=== design 1 ===
Design 1, the metal 3 layer:
Scale: 10 px per um.
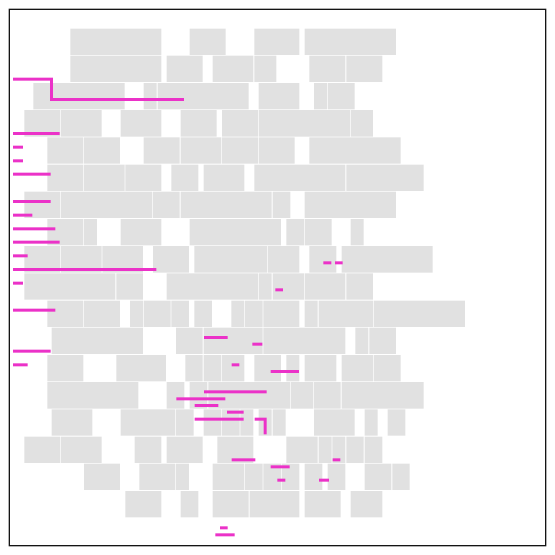

**src/rtl/packed_occupancy_grid_if.sv**
```systemverilog
// Cell-access request/response and BRAM port bundle for packed_occupancy_grid.
// The slave modport is the grid's view of the bundle.
// The master modport is the view of the client and memory side.
interface packed_occupancy_grid_if #(
   parameter int unsigned GRID_WIDTH_LOG2  = 4,
   parameter int unsigned GRID_HEIGHT_LOG2 = 4,
   parameter int unsigned CELL_BITS        = 2,
   parameter int unsigned DATA_WIDTH       = 8,
   parameter int unsigned ADDR_WIDTH       = 6
);
   logic [GRID_WIDTH_LOG2-1:0]  cell_x;
   logic [GRID_HEIGHT_LOG2-1:0] cell_y;
   logic [1:0]                  op;
   logic [CELL_BITS-1:0]        w_value;
   logic                        vld_in;
   logic                        rdy;
   logic                        vld_out;
   logic [CELL_BITS-1:0]        r_value;
   logic                        clr;
   logic                        clr_done;
   logic [ADDR_WIDTH-1:0]       mem_addr;
   logic                        mem_we;
   logic [DATA_WIDTH-1:0]       mem_wdata;
   logic [DATA_WIDTH-1:0]       mem_rdata;

   modport slave (
      input  cell_x, cell_y, op, w_value, vld_in, clr, mem_rdata,
      output rdy, vld_out, r_value, clr_done, mem_addr, mem_we, mem_wdata
   );

   modport master (
      output cell_x, cell_y, op, w_value, vld_in, clr, mem_rdata,
      input  rdy, vld_out, r_value, clr_done, mem_addr, mem_we, mem_wdata
   );
endinterface

```
**src/rtl/packed_occupancy_grid.sv**
```systemverilog
// Packed multi-bit occupancy/cost grid over a single-port BRAM.
// Requests are serialised through a read-modify-write engine: RD, then MOD.
// Define PACKED_OCC_GRID_CLEAR_EN to build the hardware full-grid clear sweep.
module packed_occupancy_grid #(
   parameter int unsigned GRID_WIDTH_LOG2  = 4,
   parameter int unsigned GRID_HEIGHT_LOG2 = 4,
   parameter int unsigned CELL_BITS        = 2,
   parameter int unsigned DATA_WIDTH       = 8,
   parameter int unsigned ADDR_WIDTH       = 6
) (
   input logic                   clk,
   input logic                   rst,
   packed_occupancy_grid_if.slave bus
);
   localparam int unsigned IDX_W    = GRID_WIDTH_LOG2 + GRID_HEIGHT_LOG2;
   localparam int unsigned CPW      = DATA_WIDTH / CELL_BITS;
   localparam int unsigned CPW_LOG2 = $clog2(CPW);
   localparam int unsigned CB_LOG2  = $clog2(CELL_BITS);
   localparam int unsigned SH_W     = $clog2(DATA_WIDTH) + 1;
   localparam logic [CELL_BITS-1:0] CELL_MAX = '1;

   localparam logic [1:0] OP_READ = 2'b00;
   localparam logic [1:0] OP_WRITE = 2'b01;
   localparam logic [1:0] OP_ADD  = 2'b10;

   // Reject unsupported geometries at elaboration.
   if (!(CELL_BITS == 1 || CELL_BITS == 2 || CELL_BITS == 4 || CELL_BITS == 8)) begin : g_bad_cell
      $error("CELL_BITS must be 1, 2, 4 or 8");
   end
   if ((DATA_WIDTH < CELL_BITS) || (DATA_WIDTH % CELL_BITS != 0) || ((CPW & (CPW - 1)) != 0)) begin : g_bad_data
      $error("DATA_WIDTH must be a power-of-two multiple of CELL_BITS");
   end
   if (ADDR_WIDTH + CPW_LOG2 < IDX_W) begin : g_bad_addr
      $error("ADDR_WIDTH too small for the grid");
   end

   typedef enum logic [1:0] {
      S_IDLE,
      S_RD,
      S_MOD
`ifdef PACKED_OCC_GRID_CLEAR_EN
      , S_CLEAR
`endif
   } state_t;

   state_t                state_q, state_d;
   logic [IDX_W-1:0]      idx_q, idx_d;
   logic [1:0]            op_q, op_d;
   logic [CELL_BITS-1:0]  val_q, val_d;
   logic [CELL_BITS-1:0]  r_value_q, r_value_d;

   logic                  rdy_c, vld_out_c, mem_we_c;
   logic [CELL_BITS-1:0]  r_value_c;
   logic [ADDR_WIDTH-1:0] mem_addr_c;
   logic [DATA_WIDTH-1:0] mem_wdata_c;

   logic [IDX_W-1:0]      lane_idx;
   logic [SH_W-1:0]       sh;
   logic [ADDR_WIDTH-1:0] word_addr;
   logic [CELL_BITS-1:0]  old_cell, new_cell;
   logic [CELL_BITS:0]    sum;
   logic [DATA_WIDTH-1:0] cell_mask, merged;

`ifdef PACKED_OCC_GRID_CLEAR_EN
   localparam int unsigned NWORDS = (1 << IDX_W) / CPW;
   localparam logic [ADDR_WIDTH-1:0] LAST_WORD = ADDR_WIDTH'(NWORDS - 1);
   logic [ADDR_WIDTH-1:0] cnt_q, cnt_d;
   logic                  clr_done_q, clr_done_d;
`else
   logic unused_clr;
   assign unused_clr = bus.clr;
`endif

   // Word address, lane position and the lane merge for the latched request.
   assign lane_idx  = idx_q & IDX_W'(CPW - 1);
   assign sh        = SH_W'(lane_idx) << CB_LOG2;
   assign word_addr = ADDR_WIDTH'(idx_q >> CPW_LOG2);
   assign old_cell  = CELL_BITS'(bus.mem_rdata >> sh);
   assign cell_mask = DATA_WIDTH'(CELL_MAX) << sh;
   assign merged    = (bus.mem_rdata & ~cell_mask) | (DATA_WIDTH'(new_cell) << sh);
   assign sum       = {1'b0, old_cell} + {1'b0, val_q};

   // New cell value for write, saturating add and saturating subtract.
   always_comb begin
      new_cell = old_cell;
      case (op_q)
         OP_WRITE: new_cell = val_q;
         OP_ADD:   new_cell = sum[CELL_BITS] ? CELL_MAX : sum[CELL_BITS-1:0];
         2'b11:    new_cell = (old_cell < val_q) ? '0 : old_cell - val_q;
         default:  new_cell = old_cell;
      endcase
   end

   // Next state, request latch and BRAM/response outputs.
   always_comb begin
      state_d     = state_q;
      idx_d       = idx_q;
      op_d        = op_q;
      val_d       = val_q;
      r_value_d   = r_value_q;
      rdy_c       = 1'b0;
      vld_out_c   = 1'b0;
      r_value_c   = r_value_q;
      mem_we_c    = 1'b0;
      mem_wdata_c = '0;
      mem_addr_c  = word_addr;
`ifdef PACKED_OCC_GRID_CLEAR_EN
      cnt_d       = cnt_q;
      clr_done_d  = 1'b0;
`endif
      case (state_q)
         S_IDLE: begin
            rdy_c = 1'b1;
`ifdef PACKED_OCC_GRID_CLEAR_EN
            if (bus.clr) begin
               state_d = S_CLEAR;
               cnt_d   = '0;
            end else
`endif
            if (bus.vld_in) begin
               idx_d   = {bus.cell_y, bus.cell_x};
               op_d    = bus.op;
               val_d   = bus.w_value;
               state_d = S_RD;
            end
         end
         S_RD: begin
            state_d = S_MOD;
         end
         S_MOD: begin
            vld_out_c = 1'b1;
            r_value_c = old_cell;
            r_value_d = old_cell;
            if (op_q != OP_READ) begin
               mem_we_c    = 1'b1;
               mem_wdata_c = merged;
            end
            state_d = S_IDLE;
         end
`ifdef PACKED_OCC_GRID_CLEAR_EN
         S_CLEAR: begin
            mem_addr_c = cnt_q;
            mem_we_c   = 1'b1;
            cnt_d      = cnt_q + ADDR_WIDTH'(1);
            if (cnt_q == LAST_WORD) begin
               state_d    = S_IDLE;
               clr_done_d = 1'b1;
            end
         end
`endif
         default: state_d = S_IDLE;
      endcase
   end

   // State and request registers; reset drops any in-flight op or clear.
   always_ff @(posedge clk or posedge rst) begin
      if (rst) begin
         state_q   <= S_IDLE;
         idx_q     <= '0;
         op_q      <= '0;
         val_q     <= '0;
         r_value_q <= '0;
      end else begin
         state_q   <= state_d;
         idx_q     <= idx_d;
         op_q      <= op_d;
         val_q     <= val_d;
         r_value_q <= r_value_d;
      end
   end

`ifdef PACKED_OCC_GRID_CLEAR_EN
   // Clear sweep counter and completion pulse.
   always_ff @(posedge clk or posedge rst) begin
      if (rst) begin
         cnt_q      <= '0;
         clr_done_q <= 1'b0;
      end else begin
         cnt_q      <= cnt_d;
         clr_done_q <= clr_done_d;
      end
   end
   assign bus.clr_done = clr_done_q;
`else
   assign bus.clr_done = 1'b0;
`endif

   assign bus.rdy       = rdy_c;
   assign bus.vld_out   = vld_out_c;
   assign bus.r_value   = r_value_c;
   assign bus.mem_addr  = mem_addr_c;
   assign bus.mem_we    = mem_we_c;
   assign bus.mem_wdata = mem_wdata_c;
endmodule

```
**src/flat_wrapper.sv**
```systemverilog
// flat-port wrapper written by rule: the top's interface ports become plain ports
module packed_occupancy_grid_flat 
#(
   parameter int unsigned GRID_WIDTH_LOG2  = 4,
   parameter int unsigned GRID_HEIGHT_LOG2 = 4,
   parameter int unsigned CELL_BITS        = 2,
   parameter int unsigned DATA_WIDTH       = 8,
   parameter int unsigned ADDR_WIDTH       = 6
)
  (clk, rst, bus_cell_x, bus_cell_y, bus_op, bus_w_value, bus_vld_in, bus_clr, bus_mem_rdata, bus_rdy, bus_vld_out, bus_r_value, bus_clr_done, bus_mem_addr, bus_mem_we, bus_mem_wdata);
  packed_occupancy_grid_if #(.GRID_WIDTH_LOG2(GRID_WIDTH_LOG2), .GRID_HEIGHT_LOG2(GRID_HEIGHT_LOG2), .CELL_BITS(CELL_BITS), .DATA_WIDTH(DATA_WIDTH), .ADDR_WIDTH(ADDR_WIDTH)) bus_i ();
  input logic clk;
  input logic rst;
  input wire logic [$bits(bus_i.cell_x)-1:0] bus_cell_x;
  input wire logic [$bits(bus_i.cell_y)-1:0] bus_cell_y;
  input wire logic [$bits(bus_i.op)-1:0] bus_op;
  input wire logic [$bits(bus_i.w_value)-1:0] bus_w_value;
  input wire logic [$bits(bus_i.vld_in)-1:0] bus_vld_in;
  input wire logic [$bits(bus_i.clr)-1:0] bus_clr;
  input wire logic [$bits(bus_i.mem_rdata)-1:0] bus_mem_rdata;
  output wire logic [$bits(bus_i.rdy)-1:0] bus_rdy;
  output wire logic [$bits(bus_i.vld_out)-1:0] bus_vld_out;
  output wire logic [$bits(bus_i.r_value)-1:0] bus_r_value;
  output wire logic [$bits(bus_i.clr_done)-1:0] bus_clr_done;
  output wire logic [$bits(bus_i.mem_addr)-1:0] bus_mem_addr;
  output wire logic [$bits(bus_i.mem_we)-1:0] bus_mem_we;
  output wire logic [$bits(bus_i.mem_wdata)-1:0] bus_mem_wdata;
  assign bus_i.cell_x = bus_cell_x;
  assign bus_i.cell_y = bus_cell_y;
  assign bus_i.op = bus_op;
  assign bus_i.w_value = bus_w_value;
  assign bus_i.vld_in = bus_vld_in;
  assign bus_i.clr = bus_clr;
  assign bus_i.mem_rdata = bus_mem_rdata;
  assign bus_rdy = bus_i.rdy;
  assign bus_vld_out = bus_i.vld_out;
  assign bus_r_value = bus_i.r_value;
  assign bus_clr_done = bus_i.clr_done;
  assign bus_mem_addr = bus_i.mem_addr;
  assign bus_mem_we = bus_i.mem_we;
  assign bus_mem_wdata = bus_i.mem_wdata;
  packed_occupancy_grid #(.GRID_WIDTH_LOG2(GRID_WIDTH_LOG2), .GRID_HEIGHT_LOG2(GRID_HEIGHT_LOG2), .CELL_BITS(CELL_BITS), .DATA_WIDTH(DATA_WIDTH), .ADDR_WIDTH(ADDR_WIDTH)) u_core (.clk(clk), .rst(rst), .bus(bus_i));
endmodule
```
**config.mk**
```make
export PLATFORM = sky130hd
export DESIGN_NAME = packed_occupancy_grid_flat
export DESIGN_NICKNAME = d
export VERILOG_FILES = /design/src/rtl/packed_occupancy_grid_if.sv /design/src/rtl/packed_occupancy_grid.sv /design/src/flat_wrapper.sv
export SDC_FILE = /design/constraint.sdc
export NUM_CORES = 1
export LEC_CHECK = 0
export CAP_MARGIN = 5
export CORE_UTILIZATION = 37
export CTS_BUF_LIST = sky130_fd_sc_hd__clkbuf_4 sky130_fd_sc_hd__clkbuf_8 sky130_fd_sc_hd__clkbuf_16
export CTS_CLUSTER_SIZE = 25
export DETAILED_ROUTE_END_ITERATION = 7
export MAX_ROUTING_LAYER = met4
export PLACE_DENSITY = 0.85
export SYNTH_ARGS = -nofsm -noshare
export SYNTH_HDL_FRONTEND = slang
export SYNTH_SLANG_ARGS = --single-unit
```
**constraint.sdc**
```tcl
create_clock -name clk -period 2.51 [get_ports clk]
set_input_delay 0.3765 -clock clk [delete_from_list [all_inputs] [get_ports clk]]
set_output_delay 0.3765 -clock clk [all_outputs]
set_load 0.005 [all_outputs]
```
=== design 2 ===
### config.mk
export PLATFORM = sky130hd
export DESIGN_NAME = mul_issue_ctrl_flat
export DESIGN_NICKNAME = d
export VERILOG_FILES = /design/src/rtl/mul_pkg.sv /design/src/rtl/mul_issue_ctrl_if.sv /design/src/rtl/mul_out_fifo.sv /design/src/rtl/mul_issue_ctrl.sv /design/src/flat_wrapper.sv
export SDC_FILE = /design/constraint.sdc
export NUM_CORES = 1
export LEC_CHECK = 0
export CAP_MARGIN = 30
export CELL_PAD_IN_SITES_DETAIL_PLACEMENT = 0
export CELL_PAD_IN_SITES_GLOBAL_PLACEMENT = 1
export CORE_MARGIN = 4
export CORE_UTILIZATION = 36
export DETAILED_ROUTE_END_ITERATION = 8
export GPL_ROUTABILITY_DRIVEN = 0
export PLACE_DENSITY = 0.84
export SETUP_SLACK_MARGIN = 0.15
export SLEW_MARGIN = 20
export SYNTH_ARGS = -nofsm -noshare
export SYNTH_HDL_FRONTEND = slang
export SYNTH_HIERARCHICAL = 1
export SYNTH_SLANG_ARGS = --single-unit
### constraint.sdc
create_clock -name clk -period 6.67 [get_ports clk]
set_input_delay 1.0005 -clock clk [delete_from_list [all_inputs] [get_ports clk]]
set_output_delay 1.0005 -clock clk [all_outputs]
set_load 0.1 [all_outputs]
### src/rtl/mul_pkg.sv
// Shared types for the multiply issue/result stage: op encodings, operand
// signedness decode and the buffered result entry.
package mul_pkg;

    typedef logic [1:0] mul_op_t;

    localparam mul_op_t OP_MUL    = 2'b00;
    localparam mul_op_t OP_MULH   = 2'b01;
    localparam mul_op_t OP_MULHSU = 2'b10;
    localparam mul_op_t OP_MULHU  = 2'b11;

    // Widest tag a result entry can carry; narrower tags are zero-extended.
    localparam int TAG_MAX_W = 16;

    typedef struct packed {
        logic [31:0]          data;
        logic [TAG_MAX_W-1:0] tag;
    } mul_res_t;

    // Returns {in_1_signed, in_2_signed}.
    function automatic logic [1:0] op_signs(input mul_op_t op);
        case (op)
            OP_MUL, OP_MULH: op_signs = 2'b11;
            OP_MULHSU:       op_signs = 2'b10;
            default:         op_signs = 2'b00;
        endcase
    endfunction

endpackage

### src/rtl/mul_issue_ctrl_if.sv
// Bundle of the op handshake, multiplier request/response and result handshake.
// master = op producer / result consumer / multiplier side; slave = mul_issue_ctrl.
interface mul_issue_ctrl_if #(
    parameter int TAG_W = 5
);
    logic             in_valid;
    logic             in_ready;
    logic [1:0]       in_op;
    logic [31:0]      in_a;
    logic [31:0]      in_b;
    logic [TAG_W-1:0] in_tag;

    logic             mul_req_valid;
    logic             mul_req_in_1_signed;
    logic             mul_req_in_2_signed;
    logic [31:0]      mul_req_in_1;
    logic [31:0]      mul_req_in_2;
    logic [63:0]      mul_resp_result;

    logic             out_valid;
    logic             out_ready;
    logic [31:0]      out_data;
    logic [TAG_W-1:0] out_tag;

    modport master (
        output in_valid, in_op, in_a, in_b, in_tag, mul_resp_result, out_ready,
        input  in_ready, mul_req_valid, mul_req_in_1_signed, mul_req_in_2_signed,
               mul_req_in_1, mul_req_in_2, out_valid, out_data, out_tag
    );

    modport slave (
        input  in_valid, in_op, in_a, in_b, in_tag, mul_resp_result, out_ready,
        output in_ready, mul_req_valid, mul_req_in_1_signed, mul_req_in_2_signed,
               mul_req_in_1, mul_req_in_2, out_valid, out_data, out_tag
    );

endinterface

### src/rtl/mul_out_fifo.sv
// Generic in-order synchronous FIFO; DEPTH must be a power of two >= 2.
// Storage is zeroed on reset so the head reads 0 afterwards.
module mul_out_fifo #(
    parameter int DEPTH = 2,
    parameter int W     = 32
) (
    input  logic                  clk,
    input  logic                  reset,
    input  logic                  i_clear,
    input  logic                  i_push,
    input  logic [W-1:0]          i_data,
    input  logic                  i_pop,
    output logic [W-1:0]          o_head,
    output logic [$clog2(DEPTH):0] o_count
);
    localparam int AW = $clog2(DEPTH);

    logic [W-1:0]  r_mem [DEPTH];
    logic [AW-1:0] r_wptr;
    logic [AW-1:0] r_rptr;
    logic [AW:0]   r_count;

    always_ff @(posedge clk) begin
        if (reset) begin
            for (int i = 0; i < DEPTH; i++) r_mem[i] <= '0;
            r_wptr  <= '0;
            r_rptr  <= '0;
            r_count <= '0;
        end else if (i_clear) begin
            r_wptr  <= '0;
            r_rptr  <= '0;
            r_count <= '0;
        end else begin
            if (i_push) begin
                r_mem[r_wptr] <= i_data;
                r_wptr        <= r_wptr + AW'(1);
            end
            if (i_pop) r_rptr <= r_rptr + AW'(1);
            r_count <= r_count + (AW+1)'(i_push) - (AW+1)'(i_pop);
        end
    end

    assign o_head  = r_mem[r_rptr];
    assign o_count = r_count;

endmodule

### src/rtl/mul_issue_ctrl.sv
// Issue front-end and result stage for the radix-4 Booth multiplier.
// Optional MUL_BYPASS_EN: forward the captured word straight out when the FIFO is empty.
module mul_issue_ctrl
    import mul_pkg::*;
#(
    parameter int DEPTH = 2,
    parameter int TAG_W = 5
) (
    input logic             clk,
    input logic             reset,
    input logic             flush,
    mul_issue_ctrl_if.slave bus
);
    localparam int CW = $clog2(DEPTH) + 1;

    logic             r_pend;
    mul_op_t          r_pend_op;
    logic [TAG_W-1:0] r_pend_tag;

    logic             w_acc;
    logic             w_push;
    logic             w_fifo_pop;
    logic             w_out_pop;
    logic [1:0]       w_signs;
    logic [CW-1:0]    w_count;
    logic [CW:0]      w_occ;
    mul_res_t         w_cap;
    mul_res_t         w_head;
    logic             w_unused_tag;

    assign w_acc                   = bus.in_valid & bus.in_ready;
    assign w_signs                 = op_signs(bus.in_op);
    assign bus.mul_req_valid       = w_acc;
    assign bus.mul_req_in_1_signed = w_signs[1];
    assign bus.mul_req_in_2_signed = w_signs[0];
    assign bus.mul_req_in_1        = bus.in_a;
    assign bus.mul_req_in_2        = bus.in_b;

    // Product is valid only in the cycle after the request, i.e. while r_pend is set.
    assign w_cap.data = (r_pend_op == OP_MUL) ? bus.mul_resp_result[31:0]
                                              : bus.mul_resp_result[63:32];
    assign w_cap.tag  = TAG_MAX_W'(r_pend_tag);

`ifdef MUL_BYPASS_EN
    logic w_bypass;
    assign w_bypass      = r_pend & (w_count == '0);
    assign bus.out_valid = w_bypass | (w_count != '0);
    assign bus.out_data  = w_bypass ? w_cap.data : w_head.data;
    assign bus.out_tag   = w_bypass ? r_pend_tag : w_head.tag[TAG_W-1:0];
    assign w_push        = r_pend & ~flush & ~(w_bypass & bus.out_ready);
    assign w_fifo_pop    = (w_count != '0) & bus.out_ready;
`else
    assign bus.out_valid = (w_count != '0);
    assign bus.out_data  = w_head.data;
    assign bus.out_tag   = w_head.tag[TAG_W-1:0];
    assign w_push        = r_pend & ~flush;
    assign w_fifo_pop    = bus.out_valid & bus.out_ready;
`endif

    // Reserve a slot for the in-flight product so capture can never stall.
    assign w_out_pop    = bus.out_valid & bus.out_ready;
    assign w_occ        = {1'b0, w_count} + (CW+1)'(r_pend) - (CW+1)'(w_out_pop);
    assign bus.in_ready = ~reset & ~flush & (w_occ < (CW+1)'(DEPTH));
    assign w_unused_tag = |w_head.tag;

    always_ff @(posedge clk) begin
        if (reset) begin
            r_pend     <= 1'b0;
            r_pend_op  <= OP_MUL;
            r_pend_tag <= '0;
        end else begin
            r_pend <= w_acc;
            if (w_acc) begin
                r_pend_op  <= bus.in_op;
                r_pend_tag <= bus.in_tag;
            end
        end
    end

    mul_out_fifo #(
        .DEPTH (DEPTH),
        .W     ($bits(mul_res_t))
    ) u_fifo (
        .clk     (clk),
        .reset   (reset),
        .i_clear (flush),
        .i_push  (w_push),
        .i_data  (w_cap),
        .i_pop   (w_fifo_pop),
        .o_head  (w_head),
        .o_count (w_count)
    );

endmodule
### src/flat_wrapper.sv
// flat-port wrapper written by rule: the top's interface ports become plain ports
module mul_issue_ctrl_flat import mul_pkg::*;
#(
    parameter int DEPTH = 2,
    parameter int TAG_W = 5
)
  (clk, reset, flush, bus_in_valid, bus_in_op, bus_in_a, bus_in_b, bus_in_tag, bus_mul_resp_result, bus_out_ready, bus_in_ready, bus_mul_req_valid, bus_mul_req_in_1_signed, bus_mul_req_in_2_signed, bus_mul_req_in_1, bus_mul_req_in_2, bus_out_valid, bus_out_data, bus_out_tag);
  mul_issue_ctrl_if #(.TAG_W(TAG_W)) bus_i ();
  input logic clk;
  input logic reset;
  input logic flush;
  input wire logic [$bits(bus_i.in_valid)-1:0] bus_in_valid;
  input wire logic [$bits(bus_i.in_op)-1:0] bus_in_op;
  input wire logic [$bits(bus_i.in_a)-1:0] bus_in_a;
  input wire logic [$bits(bus_i.in_b)-1:0] bus_in_b;
  input wire logic [$bits(bus_i.in_tag)-1:0] bus_in_tag;
  input wire logic [$bits(bus_i.mul_resp_result)-1:0] bus_mul_resp_result;
  input wire logic [$bits(bus_i.out_ready)-1:0] bus_out_ready;
  output wire logic [$bits(bus_i.in_ready)-1:0] bus_in_ready;
  output wire logic [$bits(bus_i.mul_req_valid)-1:0] bus_mul_req_valid;
  output wire logic [$bits(bus_i.mul_req_in_1_signed)-1:0] bus_mul_req_in_1_signed;
  output wire logic [$bits(bus_i.mul_req_in_2_signed)-1:0] bus_mul_req_in_2_signed;
  output wire logic [$bits(bus_i.mul_req_in_1)-1:0] bus_mul_req_in_1;
  output wire logic [$bits(bus_i.mul_req_in_2)-1:0] bus_mul_req_in_2;
  output wire logic [$bits(bus_i.out_valid)-1:0] bus_out_valid;
  output wire logic [$bits(bus_i.out_data)-1:0] bus_out_data;
  output wire logic [$bits(bus_i.out_tag)-1:0] bus_out_tag;
  assign bus_i.in_valid = bus_in_valid;
  assign bus_i.in_op = bus_in_op;
  assign bus_i.in_a = bus_in_a;
  assign bus_i.in_b = bus_in_b;
  assign bus_i.in_tag = bus_in_tag;
  assign bus_i.mul_resp_result = bus_mul_resp_result;
  assign bus_i.out_ready = bus_out_ready;
  assign bus_in_ready = bus_i.in_ready;
  assign bus_mul_req_valid = bus_i.mul_req_valid;
  assign bus_mul_req_in_1_signed = bus_i.mul_req_in_1_signed;
  assign bus_mul_req_in_2_signed = bus_i.mul_req_in_2_signed;
  assign bus_mul_req_in_1 = bus_i.mul_req_in_1;
  assign bus_mul_req_in_2 = bus_i.mul_req_in_2;
  assign bus_out_valid = bus_i.out_valid;
  assign bus_out_data = bus_i.out_data;
  assign bus_out_tag = bus_i.out_tag;
  mul_issue_ctrl #(.DEPTH(DEPTH), .TAG_W(TAG_W)) u_core (.clk(clk), .reset(reset), .flush(flush), .bus(bus_i));
endmodule
=== design 3 ===
File: src/rtl/matrix_result_streamer.sv
// Streams a packed MxM result matrix out one element per handshake, with row/col tags.
// Build option: define MMAC_STREAM_TRANSPOSE_EN to emit elements in column-major (transposed) order.
module matrix_result_streamer #(
   parameter  int M_SIZE     = 4,
   parameter  int VAR_WIDTH  = 8,
   localparam int N_ELEM     = M_SIZE * M_SIZE,
   localparam int DATA_WIDTH = N_ELEM * VAR_WIDTH,
   localparam int IDX_W      = (M_SIZE > 1) ? $clog2(M_SIZE) : 1
) (
   input  logic                  clock,
   input  logic                  reset,
   input  logic                  load_valid,
   output logic                  load_ready,
   input  logic [DATA_WIDTH-1:0] load_data,
   input  logic                  abort,
   output logic                  out_valid,
   input  logic                  out_ready,
   output logic [VAR_WIDTH-1:0]  out_data,
   output logic [IDX_W-1:0]      out_row,
   output logic [IDX_W-1:0]      out_col,
   output logic                  out_last,
   output logic                  busy
);

   localparam int               CNT_W     = (N_ELEM > 1) ? $clog2(N_ELEM) : 1;
   localparam logic [CNT_W-1:0] LAST_BEAT = CNT_W'(N_ELEM - 1);
   localparam logic [CNT_W-1:0] M_L       = CNT_W'(M_SIZE);

   typedef enum logic {
      IDLE   = 1'b0,
      STREAM = 1'b1
   } state_t;

   state_t                 state_q, state_d;
   logic [CNT_W-1:0]       cnt_q, cnt_d;
   logic [DATA_WIDTH-1:0]  shadow_q, shadow_d;

   logic [CNT_W-1:0]       quo, rem, elem_idx;
   logic [IDX_W-1:0]       row, col;

   // Element e sits MSB-first: index 0 occupies the top VAR_WIDTH bits.
   function automatic logic [VAR_WIDTH-1:0] pick_elem(input logic [DATA_WIDTH-1:0] mat,
                                                      input logic [CNT_W-1:0]      idx);
      logic [VAR_WIDTH-1:0] v;
      v = '0;
      for (int i = 0; i < N_ELEM; i++) begin
         if (idx == CNT_W'(i)) begin
            v = mat[DATA_WIDTH-1-i*VAR_WIDTH -: VAR_WIDTH];
         end
      end
      return v;
   endfunction

   always_ff @(posedge clock or negedge reset) begin
      if (!reset) begin
         state_q  <= IDLE;
         cnt_q    <= '0;
         shadow_q <= '0;
      end else begin
         state_q  <= state_d;
         cnt_q    <= cnt_d;
         shadow_q <= shadow_d;
      end
   end

   always_comb begin
      state_d  = state_q;
      cnt_d    = cnt_q;
      shadow_d = shadow_q;
      if (abort) begin
         state_d = IDLE;
         cnt_d   = '0;
      end else begin
         case (state_q)
            IDLE: begin
               if (load_valid) begin
                  shadow_d = load_data;
                  cnt_d    = '0;
                  state_d  = STREAM;
               end
            end
            STREAM: begin
               if (out_ready) begin
                  if (cnt_q == LAST_BEAT) begin
                     cnt_d   = '0;
                     state_d = IDLE;
                  end else begin
                     cnt_d = cnt_q + 1'b1;
                  end
               end
            end
            default: begin
               state_d = IDLE;
               cnt_d   = '0;
            end
         endcase
      end
   end

   // Beat counter splits into major/minor indices; their role as row/col depends on the order.
   always_comb begin
      quo = cnt_q / M_L;
      rem = cnt_q % M_L;
`ifdef MMAC_STREAM_TRANSPOSE_EN
      row = IDX_W'(rem);
      col = IDX_W'(quo);
`else
      row = IDX_W'(quo);
      col = IDX_W'(rem);
`endif
      elem_idx = CNT_W'(row) * M_L + CNT_W'(col);
   end

   assign load_ready = (state_q == IDLE);
   assign out_valid  = (state_q == STREAM);
   assign busy       = (state_q != IDLE);
   assign out_data   = pick_elem(shadow_q, elem_idx);
   assign out_row    = row;
   assign out_col    = col;
   assign out_last   = (state_q == STREAM) && (cnt_q == LAST_BEAT);

endmodule

File: config.mk
export PLATFORM = sky130hd
export DESIGN_NAME = matrix_result_streamer
export DESIGN_NICKNAME = d
export VERILOG_FILES = /design/src/rtl/matrix_result_streamer.sv
export SDC_FILE = /design/constraint.sdc
export NUM_CORES = 1
export LEC_CHECK = 0
export CAP_MARGIN = 20
export CORE_MARGIN = 2
export CORE_UTILIZATION = 35
export CTS_CLUSTER_SIZE = 30
export DETAILED_ROUTE_END_ITERATION = 7
export PLACE_DENSITY_LB_ADDON = 0.1
export SETUP_SLACK_MARGIN = 0.05
export SLEW_MARGIN = 15
export SYNTH_ARGS = -nofsm -noshare
export SYNTH_HDL_FRONTEND = slang
export SYNTH_SLANG_ARGS = --single-unit
File: constraint.sdc
create_clock -name clock -period 2.3 [get_ports clock]
set_clock_uncertainty 0.05 [all_clocks]
set_input_delay 0.23 -clock clock [delete_from_list [all_inputs] [get_ports clock]]
set_output_delay 0.23 -clock clock [all_outputs]
set_load 0.02 [all_outputs]
=== design 4 ===
===== config.mk =====
export PLATFORM = sky130hd
export DESIGN_NAME = card_deck_shuffler_flat
export DESIGN_NICKNAME = d
export VERILOG_FILES = /design/src/rtl/card_deck_shuffler_if.sv /design/src/rtl/card_deck_shuffler.sv /design/src/flat_wrapper.sv
export SDC_FILE = /design/constraint.sdc
export NUM_CORES = 1
export LEC_CHECK = 0
export CORE_MARGIN = 5
export CORE_UTILIZATION = 40
export CTS_CLUSTER_SIZE = 20
export DETAILED_ROUTE_END_ITERATION = 7
export HOLD_SLACK_MARGIN = 0.03
export MAX_ROUTING_LAYER = met4
export PLACE_DENSITY = 0.64
export SLEW_MARGIN = 10
export SYNTH_ARGS = -nofsm -noshare
export SYNTH_HDL_FRONTEND = slang
export SYNTH_SLANG_ARGS = --single-unit

===== constraint.sdc =====
create_clock -name i_clk -period 9.4 [get_ports i_clk]
set_clock_uncertainty 0.05 [all_clocks]
set_input_delay 1.88 -clock i_clk [delete_from_list [all_inputs] [get_ports i_clk]]
set_output_delay 1.88 -clock i_clk [all_outputs]
set_load 0.02 [all_outputs]

===== src/rtl/card_deck_shuffler_if.sv =====
// card_deck_shuffler_if: draw/shuffle request and card delivery bundle between game FSM and deck
//   i_draw, i_shuffle : requests from the game FSM (master)
//   o_card            : dealt card {suit[5:4], rank[3:0]}
//   o_card_valid      : one-cycle pulse qualifying o_card
//   o_ready           : deck idle and accepting requests
//   o_remaining       : cards not yet dealt, 0..52
//   o_empty           : o_remaining == 0
//   o_draw_error      : one-cycle pulse, draw requested on an empty deck
interface card_deck_shuffler_if;
    logic       i_draw;
    logic       i_shuffle;
    logic [5:0] o_card;
    logic       o_card_valid;
    logic       o_ready;
    logic [5:0] o_remaining;
    logic       o_empty;
    logic       o_draw_error;
    modport master (
        output i_draw, i_shuffle,
        input  o_card, o_card_valid, o_ready, o_remaining, o_empty, o_draw_error
    );
    modport slave (
        input  i_draw, i_shuffle,
        output o_card, o_card_valid, o_ready, o_remaining, o_empty, o_draw_error
    );
endinterface


===== src/rtl/card_deck_shuffler.sv =====
// card_deck_shuffler: 52-card deck with LFSR-driven Fisher-Yates shuffle, deals one card per draw
//   i_clk   : system clock
//   i_reset : asynchronous active-high reset, restarts from deck initialisation
//   bus     : card_deck_shuffler_if.slave (draw/shuffle requests, card and status outputs)
module card_deck_shuffler #(
    parameter logic [15:0] LFSR_SEED  = 16'hACE1,
    parameter bit          SHUFFLE_EN = 1'b1
) (
    input  logic                 i_clk,
    input  logic                 i_reset,
    card_deck_shuffler_if.slave  bus
);
    typedef enum logic [1:0] {S_INIT, S_SHUFFLE, S_READY} state_t;
    state_t      state, nextState;
    logic [5:0]  deck [52];
    logic [5:0]  idx, ptr, j, initCode;
    logic [15:0] lfsr;
    logic        isReady, drawReq, shuffleReq, initDone, shuffleHit, shuffleDone, haveCard;
    assign j           = lfsr[5:0];
    assign isReady     = state == S_READY;
    // shuffle has priority over a simultaneous draw
    assign shuffleReq  = isReady && bus.i_shuffle;
    assign drawReq     = isReady && bus.i_draw && !bus.i_shuffle;
    assign haveCard    = ptr < 6'd52;
    assign initDone    = state == S_INIT && idx == 6'd51;
    // rejection sampling: candidates above the current index are discarded
    assign shuffleHit  = state == S_SHUFFLE && j <= idx;
    assign shuffleDone = shuffleHit && idx == 6'd1;
    assign initCode    = {2'(idx / 6'd13), 4'(idx % 6'd13 + 6'd1)};
    always_comb begin
        nextState = initDone    ? (SHUFFLE_EN ? S_SHUFFLE : S_READY) :
                    shuffleDone ? S_READY :
                    shuffleReq  ? S_SHUFFLE : state;
    end
    always_ff @(posedge i_clk or posedge i_reset) begin
        if (i_reset) state <= S_INIT;
        else         state <= nextState;
    end
    always_ff @(posedge i_clk or posedge i_reset) begin
        if (i_reset) begin
            idx              <= '0;
            ptr              <= '0;
            lfsr             <= LFSR_SEED;
            bus.o_card       <= '0;
            bus.o_card_valid <= 1'b0;
            bus.o_draw_error <= 1'b0;
        end else begin
            // free-running so request timing perturbs the shuffle
            lfsr             <= {1'b0, lfsr[15:1]} ^ (lfsr[0] ? 16'hB400 : 16'h0000);
            bus.o_card_valid <= drawReq && haveCard;
            bus.o_draw_error <= drawReq && !haveCard;
            if (drawReq && haveCard) begin
                bus.o_card <= deck[ptr];
                ptr        <= ptr + 6'd1;
            end
            if (state == S_INIT && !initDone) idx <= idx + 6'd1;
            if (shuffleHit) idx <= idx - 6'd1;
            if (shuffleReq) idx <= 6'd51;
            if (nextState == S_READY && !isReady) ptr <= '0;
        end
    end
    // array carries no reset: initialisation rewrites every entry after reset
    always_ff @(posedge i_clk) begin
        if (state == S_INIT) deck[idx] <= initCode;
        if (shuffleHit) begin
            deck[idx] <= deck[j];
            deck[j]   <= deck[idx];
        end
    end
    assign bus.o_ready     = isReady;
    assign bus.o_remaining = isReady ? 6'd52 - ptr : 6'd0;
    assign bus.o_empty     = bus.o_remaining == 6'd0;
endmodule


===== src/flat_wrapper.sv =====
// flat-port wrapper written by rule: the top's interface ports become plain ports
module card_deck_shuffler_flat 
#(
    parameter logic [15:0] LFSR_SEED  = 16'hACE1,
    parameter bit          SHUFFLE_EN = 1'b1
)
  (i_clk, i_reset, bus_i_draw, bus_i_shuffle, bus_o_card, bus_o_card_valid, bus_o_ready, bus_o_remaining, bus_o_empty, bus_o_draw_error);
  card_deck_shuffler_if bus_i ();
  input  logic i_clk;
  input  logic i_reset;
  input wire logic [$bits(bus_i.i_draw)-1:0] bus_i_draw;
  input wire logic [$bits(bus_i.i_shuffle)-1:0] bus_i_shuffle;
  output wire logic [$bits(bus_i.o_card)-1:0] bus_o_card;
  output wire logic [$bits(bus_i.o_card_valid)-1:0] bus_o_card_valid;
  output wire logic [$bits(bus_i.o_ready)-1:0] bus_o_ready;
  output wire logic [$bits(bus_i.o_remaining)-1:0] bus_o_remaining;
  output wire logic [$bits(bus_i.o_empty)-1:0] bus_o_empty;
  output wire logic [$bits(bus_i.o_draw_error)-1:0] bus_o_draw_error;
  assign bus_i.i_draw = bus_i_draw;
  assign bus_i.i_shuffle = bus_i_shuffle;
  assign bus_o_card = bus_i.o_card;
  assign bus_o_card_valid = bus_i.o_card_valid;
  assign bus_o_ready = bus_i.o_ready;
  assign bus_o_remaining = bus_i.o_remaining;
  assign bus_o_empty = bus_i.o_empty;
  assign bus_o_draw_error = bus_i.o_draw_error;
  card_deck_shuffler #(.LFSR_SEED(LFSR_SEED), .SHUFFLE_EN(SHUFFLE_EN)) u_core (.i_clk(i_clk), .i_reset(i_reset), .bus(bus_i));
endmodule

Design 3, metal 4:
Scale: 3 px per um. Supply wires on this layer in grey.
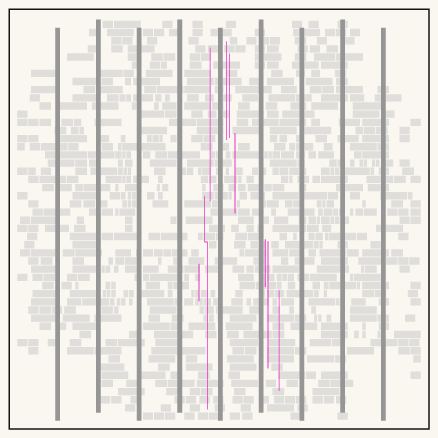
nets with wire on the layer: 9
longest straight run: 55.6 um

==> ci_impl_report.md, design 3 <==
### Yosys + OpenROAD results

| Metric | Value |
|---|---|
| Placed Cells | `936` |
| Pre-CTS setup slack | `-0.610 ns` |
| Asr flop ratio synth | `100%` |
| FF-to-FF path depth | `4` |
| Log Warnings | `31` |
| Setup ws final | `-0.441 ns` |
| Top reg by flops | `shadow_q` |
| Number of nets at floorplan | `681` |
| CP required | `2.02 ns` |
| Setup TNS | `-3.00 ns` |
| CP cell instances | `buf_6 > inv_4 > ha_4 > buf_6 > nand3b_1 > a221oi_4 > a2bb2oi_2 > o221ai_2 > a2bb2oi_2 > buf_4` |
| Slew @ Worst Pin | `0.553 ns` |
| Outcome | `complete, but fails checks` |
| First-pass GRT wire length | `30.6 mm` |
| Setup-failing EPs final | `8` |
| PD cells | `770 mW/mm^2` |
| Share of layout cells above drive strength 1 | `38.0%` |
| Post-synth EDFFs | `0` |
| Top_reg_cell synth | `dfrtp_1` |
| Violated checks | `setup timing` |
| TritonCTS buffer count | `17` |
| Core area | `0.0180 mm^2` |
| Clock Power | `2.96 mW` |
| Highest-power group | `sequential cells` |
| Part of the Yosys area used for sequential elements | `51.8%` |
| Area leader share | `51.8%` |
| Fill cells | `1554` |
| DR WL met2 | `9.15 mm` |
==> design 3: cells by family after synthesis <==
group | synth area share [%]
muxes | 20.9
adders and majority gates | 0.780
DFF | 51.8
buffers and inverters | 4.17
and+or+nand+nor | 6.82
AOI/OAI and AO/OA | 15.5
==> design 3: final timing paths <==
check	slack [ns]	endpoint	from
setup reg to reg	0.51	shadow_q[45]	busy
min in group clock	0.34	shadow_q[109]	load_data[109]
setup / recovery	-0.44	out_data[4]	cnt_q[0]
hold reg to reg	0.46	shadow_q[39]	shadow_q[39]
hold / removal	0.29	shadow_q[120]	reset
max in group asynchronous	1.20	shadow_q[3]	reset
==> design 3: worst register-to-register path, stage by stage, from the launching register on <==
cell,delay (ns)
dfrtp_1,0.48
nor3b_2,0.33
buf_4,0.23
buf_12,0.20
mux2_2,0.38
==> design 3: final cells by class <==
cell class	instances	area, um^2	area share [%]
clock inverters	8	145	1.52
multi-input cells	354	3100	32.6
flip-flops and latches	133	3330	35.0
inverters	16	62.6	0.657
repair buffers	215	2090	22.0
well taps	229	287	3.01
clock buffers	24	502	5.27
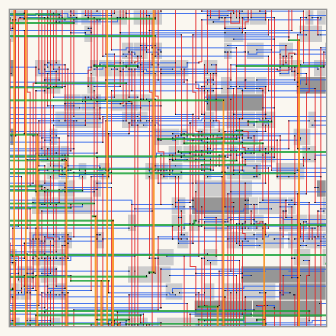
Design 4: close-up of the layout
Region (170, 170) to (220, 220) um. Cells in grey, sequential cells in the stronger grey; small squares are vias.
legend:
  metal 3:
    colour: green
  metal 1:
    colour: blue
  metal 2:
    colour: red
  metal 4:
    colour: orange
sequential cells in the window: 7
cells with their middle in the window: 133
netlist names of flops here include: `u_core.idx` (3), `u_core.deck` (2), `u_core.lfsr` (2)
most frequent: a21oi_1 (10), ha_1 (10), nor2_1 (9)

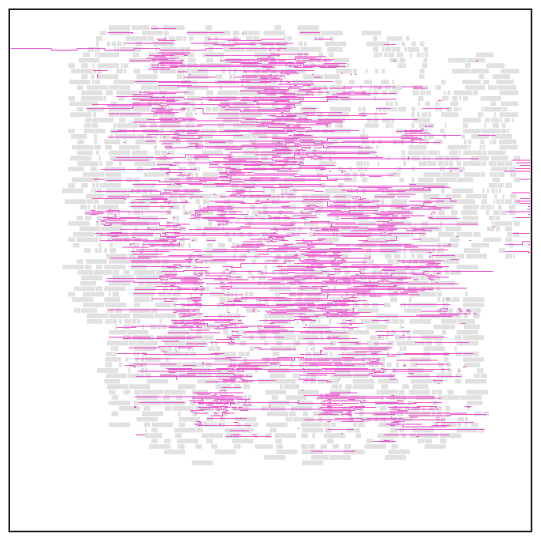
Design 4: the metal 3 layer
Scale: 2 px per um.
main direction: horizontal
nets with wire on the layer: 487

==> ci_impl_report.md, design 4 <==
### Yosys + OpenROAD results

| Metric | Value |
|---|---|
| Outcome | `complete, but fails checks` |
| Routed wire length | `102 mm` |
| Antenna-violating nets left | `0` |
| CTS resizes | `0` |
| Yosys warnings | `0` |
| Inverter count | `16` |
| Top cells by area | `edfxtp_1 (37%), mux2i_1 (13%), mux4_2 (8.0%), a22oi_1 (5.3%), mux2i_4 (4.6%)` |
| Layout non-clock buf frac | `2.40%` |
| Clk pwr share | `50.0%` |
| Multiplexer share | `27.6%` |
| Die Width | `260 um` |
| Violated checks | `capacitance limit` |
| CTS tree | `built` |
| Die Y | `260 um` |
| DRC marker count from the first detailed-route iteration | `4067` |
| Placed Area | `0.0256 mm^2` |
| Setup bufs post-CTS | `0` |
| DRT Pass-1 Iters | `8` |
| Max-cap violations | `1` |
design 4: power by group through the flow:
stage               Sequential, mW  Combinational, mW  Clock, mW
floorplan                     1.70            0.00245          0
global placement              1.70            0.00523          0
detailed placement            1.70            0.00527          0
CTS                           1.67            0.00534       1.68
global route                  1.67            0.00591       1.74
finish                        1.67            0.00505       1.68
design 4: cells in the final DEF, fill, tap and decap left out, types with 27 or more instances in the layout:
cell	Yosys	layout
a211oi_1	55	55
a21oi_1	49	49
a221oi_1	30	30
a22oi_1	176	176
buf_4	11	61
clkbuf_16	0	44
edfxtp_1	312	312
mux2_2	39	39
mux2i_1	329	329
mux2i_4	51	51
mux4_2	89	89
nand2_1	117	115
nand3_1	71	70
nor2_1	37	37
nor3_1	61	58
o21ai_0	64	62
o22ai_1	27	27
design 4: worst max-delay path: stages, from the launching register on:
cell and delay [ns]:
dfrtp_1 0.89, clkinv_1 0.44, nor2_1 0.71, nand2_1 0.10, mux2_2 0.31, ha_1 0.28
o21ai_2 0.29, o21ai_0 0.15, nand2_1 0.17, ha_1 0.28, nand2b_1 0.17, a311oi_4 0.42
xnor2_1 0.25, ha_1 0.32, a21oi_1 0.25, a31o_2 0.60, buf_4 0.50, mux2i_1 0.15
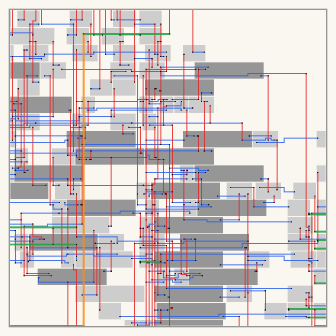
Design 2: close-up of the layout
Region (67, 67) to (117, 117) um. Cells in grey, sequential cells in the stronger grey; small squares are vias.
legend:
  metal 2:
    colour: red
  metal 4:
    colour: orange
  metal 1:
    colour: blue
  metal 3:
    colour: green
most frequent: clkdlybuf4s50_1 (23), edfxtp_1 (21), and3_1 (19)
cells with their middle in the window: 86
sequential cells in the window: 21
netlist names of flops here include: `u_core/u_fifo/r_mem` (21)

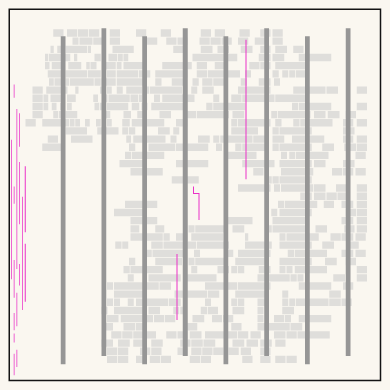
Design 2: metal 4
Scale: 3 px per um. Supply wires on this layer in grey.
nets with wire on the layer: 19
wire length on this layer: 349 um
main direction: vertical
longest straight run: 53.0 um
share of all routed wire: 3.0%

==> ci_impl_report.md, design 2 <==
### Yosys + OpenROAD results

| Metric | Value |
|---|---|
| Setup TNS | `0 ns` |
| Clock transition at path regs | `0.07 ns` |
| Seq. cell area | `0.00248 mm^2` |
| Gate Count Post-Synth | `379` |
| Clock Power | `500 uW` |
| Multi-input combinational area share | `27.5%` |
| GR Util met1 | `14.6%` |
| Number of logic gates | `194` |
| Relative slew slack | `32.3%` |
| Initial Util | `37.3%` |
| CP required | `5.67 ns` |
| Flip-flops | `87` |
| Final slew viol count | `0` |
| Worst R2R Setup Slack | `3.92 ns` |
| Via Count | `2882` |
| Routed WL per cell | `19.4 um` |
| Sequential Power Share | `45.6%` |
| Cell depth of the worst setup path | `8` |
| CTS H-tree lvls | `3` |
| Critical path's top delay family | `buffers and inverters` |
| IO Port Bufs | `117` |
| Nets | `563` |
| Net Sw Power | `355 uW` |
| Worst r2r src | `u_core/u_fifo/o_count[1]` |
| Remaining DRCs | `0` |
| Latency at later pin | `0.33 ns` |
| GRT Max-Usage Layer | `met2` |
| Max incr delay on CP | `1.21 ns` |
| Slew @ Worst Pin | `1.01 ns` |
| Hold path startpoint | `u_core/r_pend_tag[3]` |
| Remaining global-route overflow | `0` |
| Met3 Wirelength | `885 um` |
| FMAX | `189 MHz` |
| Outcome | `finished, final reports clean` |
| Worst Hold Depth | `2` |
| Setup CP Type | `primary input to primary output` |
| Die area | `0.0152 mm^2` |
| CP cell instances | `clkdlybuf4s50_1 > and2_1 > ha_1 > nand2b_1 > fa_1 > xor2_2 > nor4b_1 > clkdlybuf4s50_1` |
| Slowest-stage cell, CP | `clkdlybuf4s50_1` |
| Biggest registers after layout | `u_core/u_fifo/r_mem: 74 flops, u_core/r_pend_tag: 5 flops` |
| P_leak | `2.41 nW` |
design 2: placed cells by master, fill, tap and decap left out, types with 2 or more instances in the layout:
| cell type | n |
|---|---|
| a21o_1 | 2 |
| a21oi_1 | 7 |
| and2_1 | 3 |
| and3_1 | 74 |
| buf_16 | 2 |
| buf_4 | 2 |
| clkbuf_16 | 9 |
| clkdlybuf4s50_1 | 117 |
| clkinv_4 | 2 |
| dfxtp_1 | 12 |
| edfxtp_1 | 74 |
| ha_1 | 3 |
| inv_1 | 5 |
| mux2_1 | 24 |
| mux2_2 | 45 |
| nand3_1 | 7 |
| nor2_1 | 2 |
| nor2_4 | 2 |
| nor3_1 | 4 |
| o21ai_0 | 6 |
| xnor2_1 | 3 |
design 2: metrics by stage:
step | cells | area (um^2) | utilization, % | hold slack (ns) | setup WS, ns
after floorplan | 379 | 4780 | - | 0.455 | 0.248
after global placement | 577 | 5520 | 43.0 | 0.499 | 1.44
after detailed placement | 579 | 5570 | 43.4 | 0.487 | 1.37
after CTS | 595 | 5860 | 45.7 | 0.499 | 1.34
after global routing | 596 | 5890 | 45.9 | 0.512 | 1.25
final | 596 | 5890 | 45.9 | 0.496 | 1.39
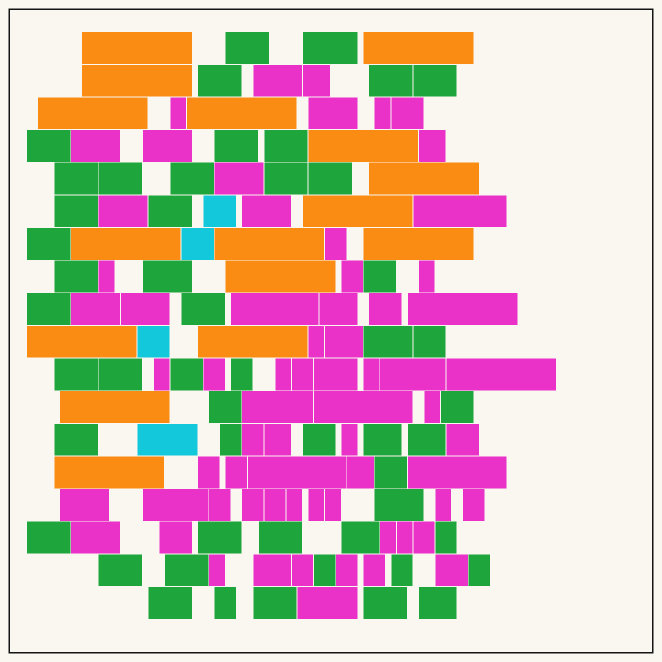
Design 1: cell classes on the final placement
Scale: 12 px per um.
legend:
  clock drivers and dummy loads:
    colour: cyan
    cells: 4
    share_of_their_area: 2.5%
  sequential cells:
    colour: orange
    cells: 16
    share_of_their_area: 27%
  remaining buffers and delay cells:
    colour: green
    cells: 51
    share_of_their_area: 31%
  combinational and other logic:
    colour: magenta
    cells: 67
    share_of_their_area: 39%

## Picture notes: 'the metal 3 layer' of design 1
wire length on this layer: 99.5 um
main direction: horizontal
Via Count: 912
routed wire length: 2.68 mm
GRT met3 Usage: 4.31%

==> ci_impl_report.md, design 1 <==
### Yosys + OpenROAD results

| Metric | Value |
|---|---|
| Antenna-violating nets left | `0` |
| Fill cells | `196` |
| IO Port Bufs | `41` |
| Synth area leader | `dfrtp_1` |
| Top sig layer | `met4` |
| Initial antenna violation count | `0` |
| Number of clock sinks | `16` |
| Yosys warnings | `0` |
| Yosys reg bits | `16` |
| CTS Hold Bufs | `0` |
| Log Warnings | `30` |
| Share of layout cells above drive strength 1 | `35.5%` |
| Multiplexer share | `18.7%` |
| Violated checks | `setup timing` |
| Setup-failing EPs final | `8` |
| Setup ws final | `-0.619 ns` |
| Post-layout util | `60.6%` |
| Asr flop ratio synth | `100%` |
| Outcome | `complete, but fails checks` |
| Comb power | `678 uW` |
| CP max FO | `4` |
| Most frequent cells in the layout | `clkdlybuf4s50_1 (28), dfrtp_1 (16), mux2_2 (11)` |
| Worst vdd ir | `0.515 mV` |
| DRT Pass-1 Iters | `4` |
| Pint | `806 uW` |
| Setup CP Type | `flop to primary output` |
| Most numerous logic cell after layout | `clkdlybuf4s50_1` |
| FP Rows | `18` |
| Area leader share | `40.8%` |
## design 1: worst max-delay path by stage
stage,startpoint,end,slack (ns),depth (start not counted)
2_1_floorplan,u_core.idx_q[0],bus_mem_wdata[7],0.009,10
3_3_place_gp,bus_mem_rdata[6],bus_mem_wdata[7],-0.90,11
3_5_place_dp,bus_mem_rdata[6],bus_mem_wdata[7],-1.03,11
4_1_cts,u_core.idx_q[0],bus_mem_wdata[7],-0.63,10
5_1_grt,u_core.idx_q[0],bus_mem_wdata[7],-0.74,10
6_report,u_core.idx_q[0],bus_mem_wdata[7],-0.62,10
## design 1: critical path, cell delays in order (launching register included)
cell and delay (ns):
dfrtp_1 0.45, mux4_2 0.59, inv_2 0.10, ha_4 0.12, inv_2 0.03, fa_2 0.52
nand3_2 0.09, o21ai_2 0.11, a21oi_4 0.09, a311oi_2 0.20, buf_2 0.16
## design 1: metrics by stage
step                total power, mW  setup slack, ns
finish                         1.24           -0.619
global route                   1.32           -0.741
CTS                            1.15           -0.630
detailed placement            0.899            -1.03
global placement              0.868           -0.904
floorplan                     0.693          0.00903

==> notes/layouts.md <==
Pictures saved along the way, in no particular order.

Pin placement.
Plate I
Scale: 1.5 px per um. Pins as bars across the die edge, other pins in grey.
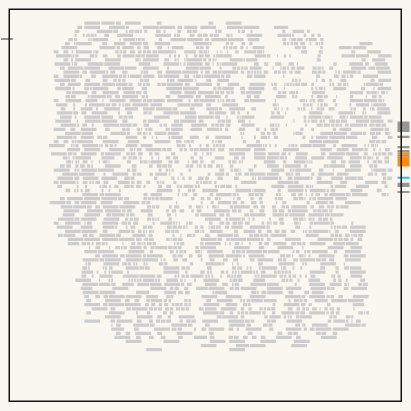
Plate II
Scale: 8 px per um. Pins as bars across the die edge, other pins in grey.
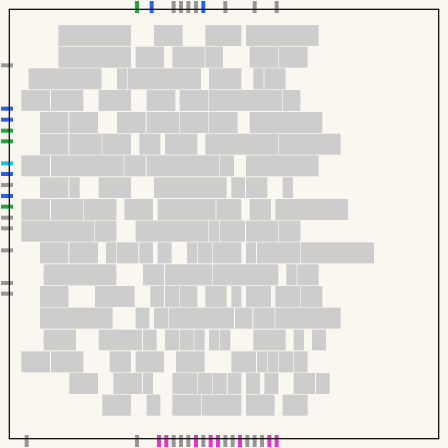
Plate III
Scale: 3 px per um. Pins as bars across the die edge, other pins in grey.
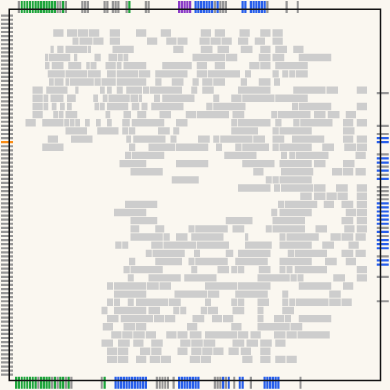
Plate IV
Scale: 3 px per um. Pins as bars across the die edge, other pins in grey.
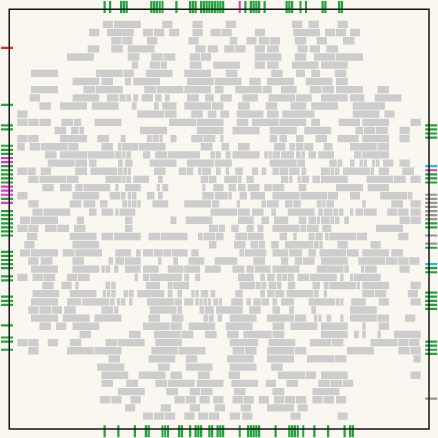
| from | picture |
|---|---|
| design 3 | Plate IV |
| design 4 | Plate I |
| design 2 | Plate III |
| design 1 | Plate II |



==> screenshots <==
The clock network.
picture 1
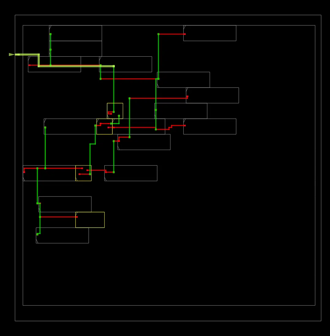
picture 2
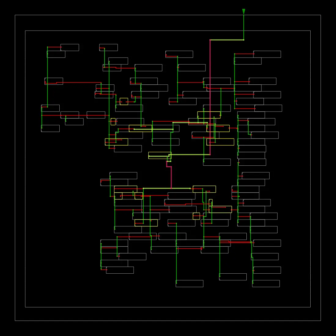
picture 3
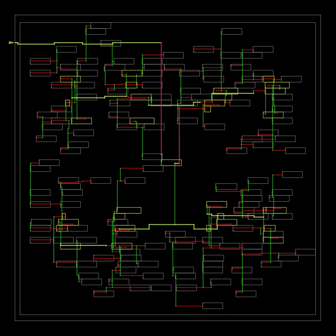
picture 4
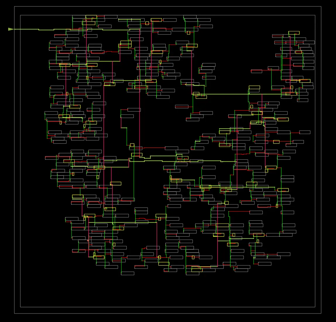
The one with the fewest clock buffers is picture 1.
The one with the most sequential cells is picture 4.
Picture 2 comes from design 2.
Picture 1 comes from design 1.
Picture 4 comes from design 4.
Picture 3 comes from design 3.

Power and IR drop assume default switching activity.
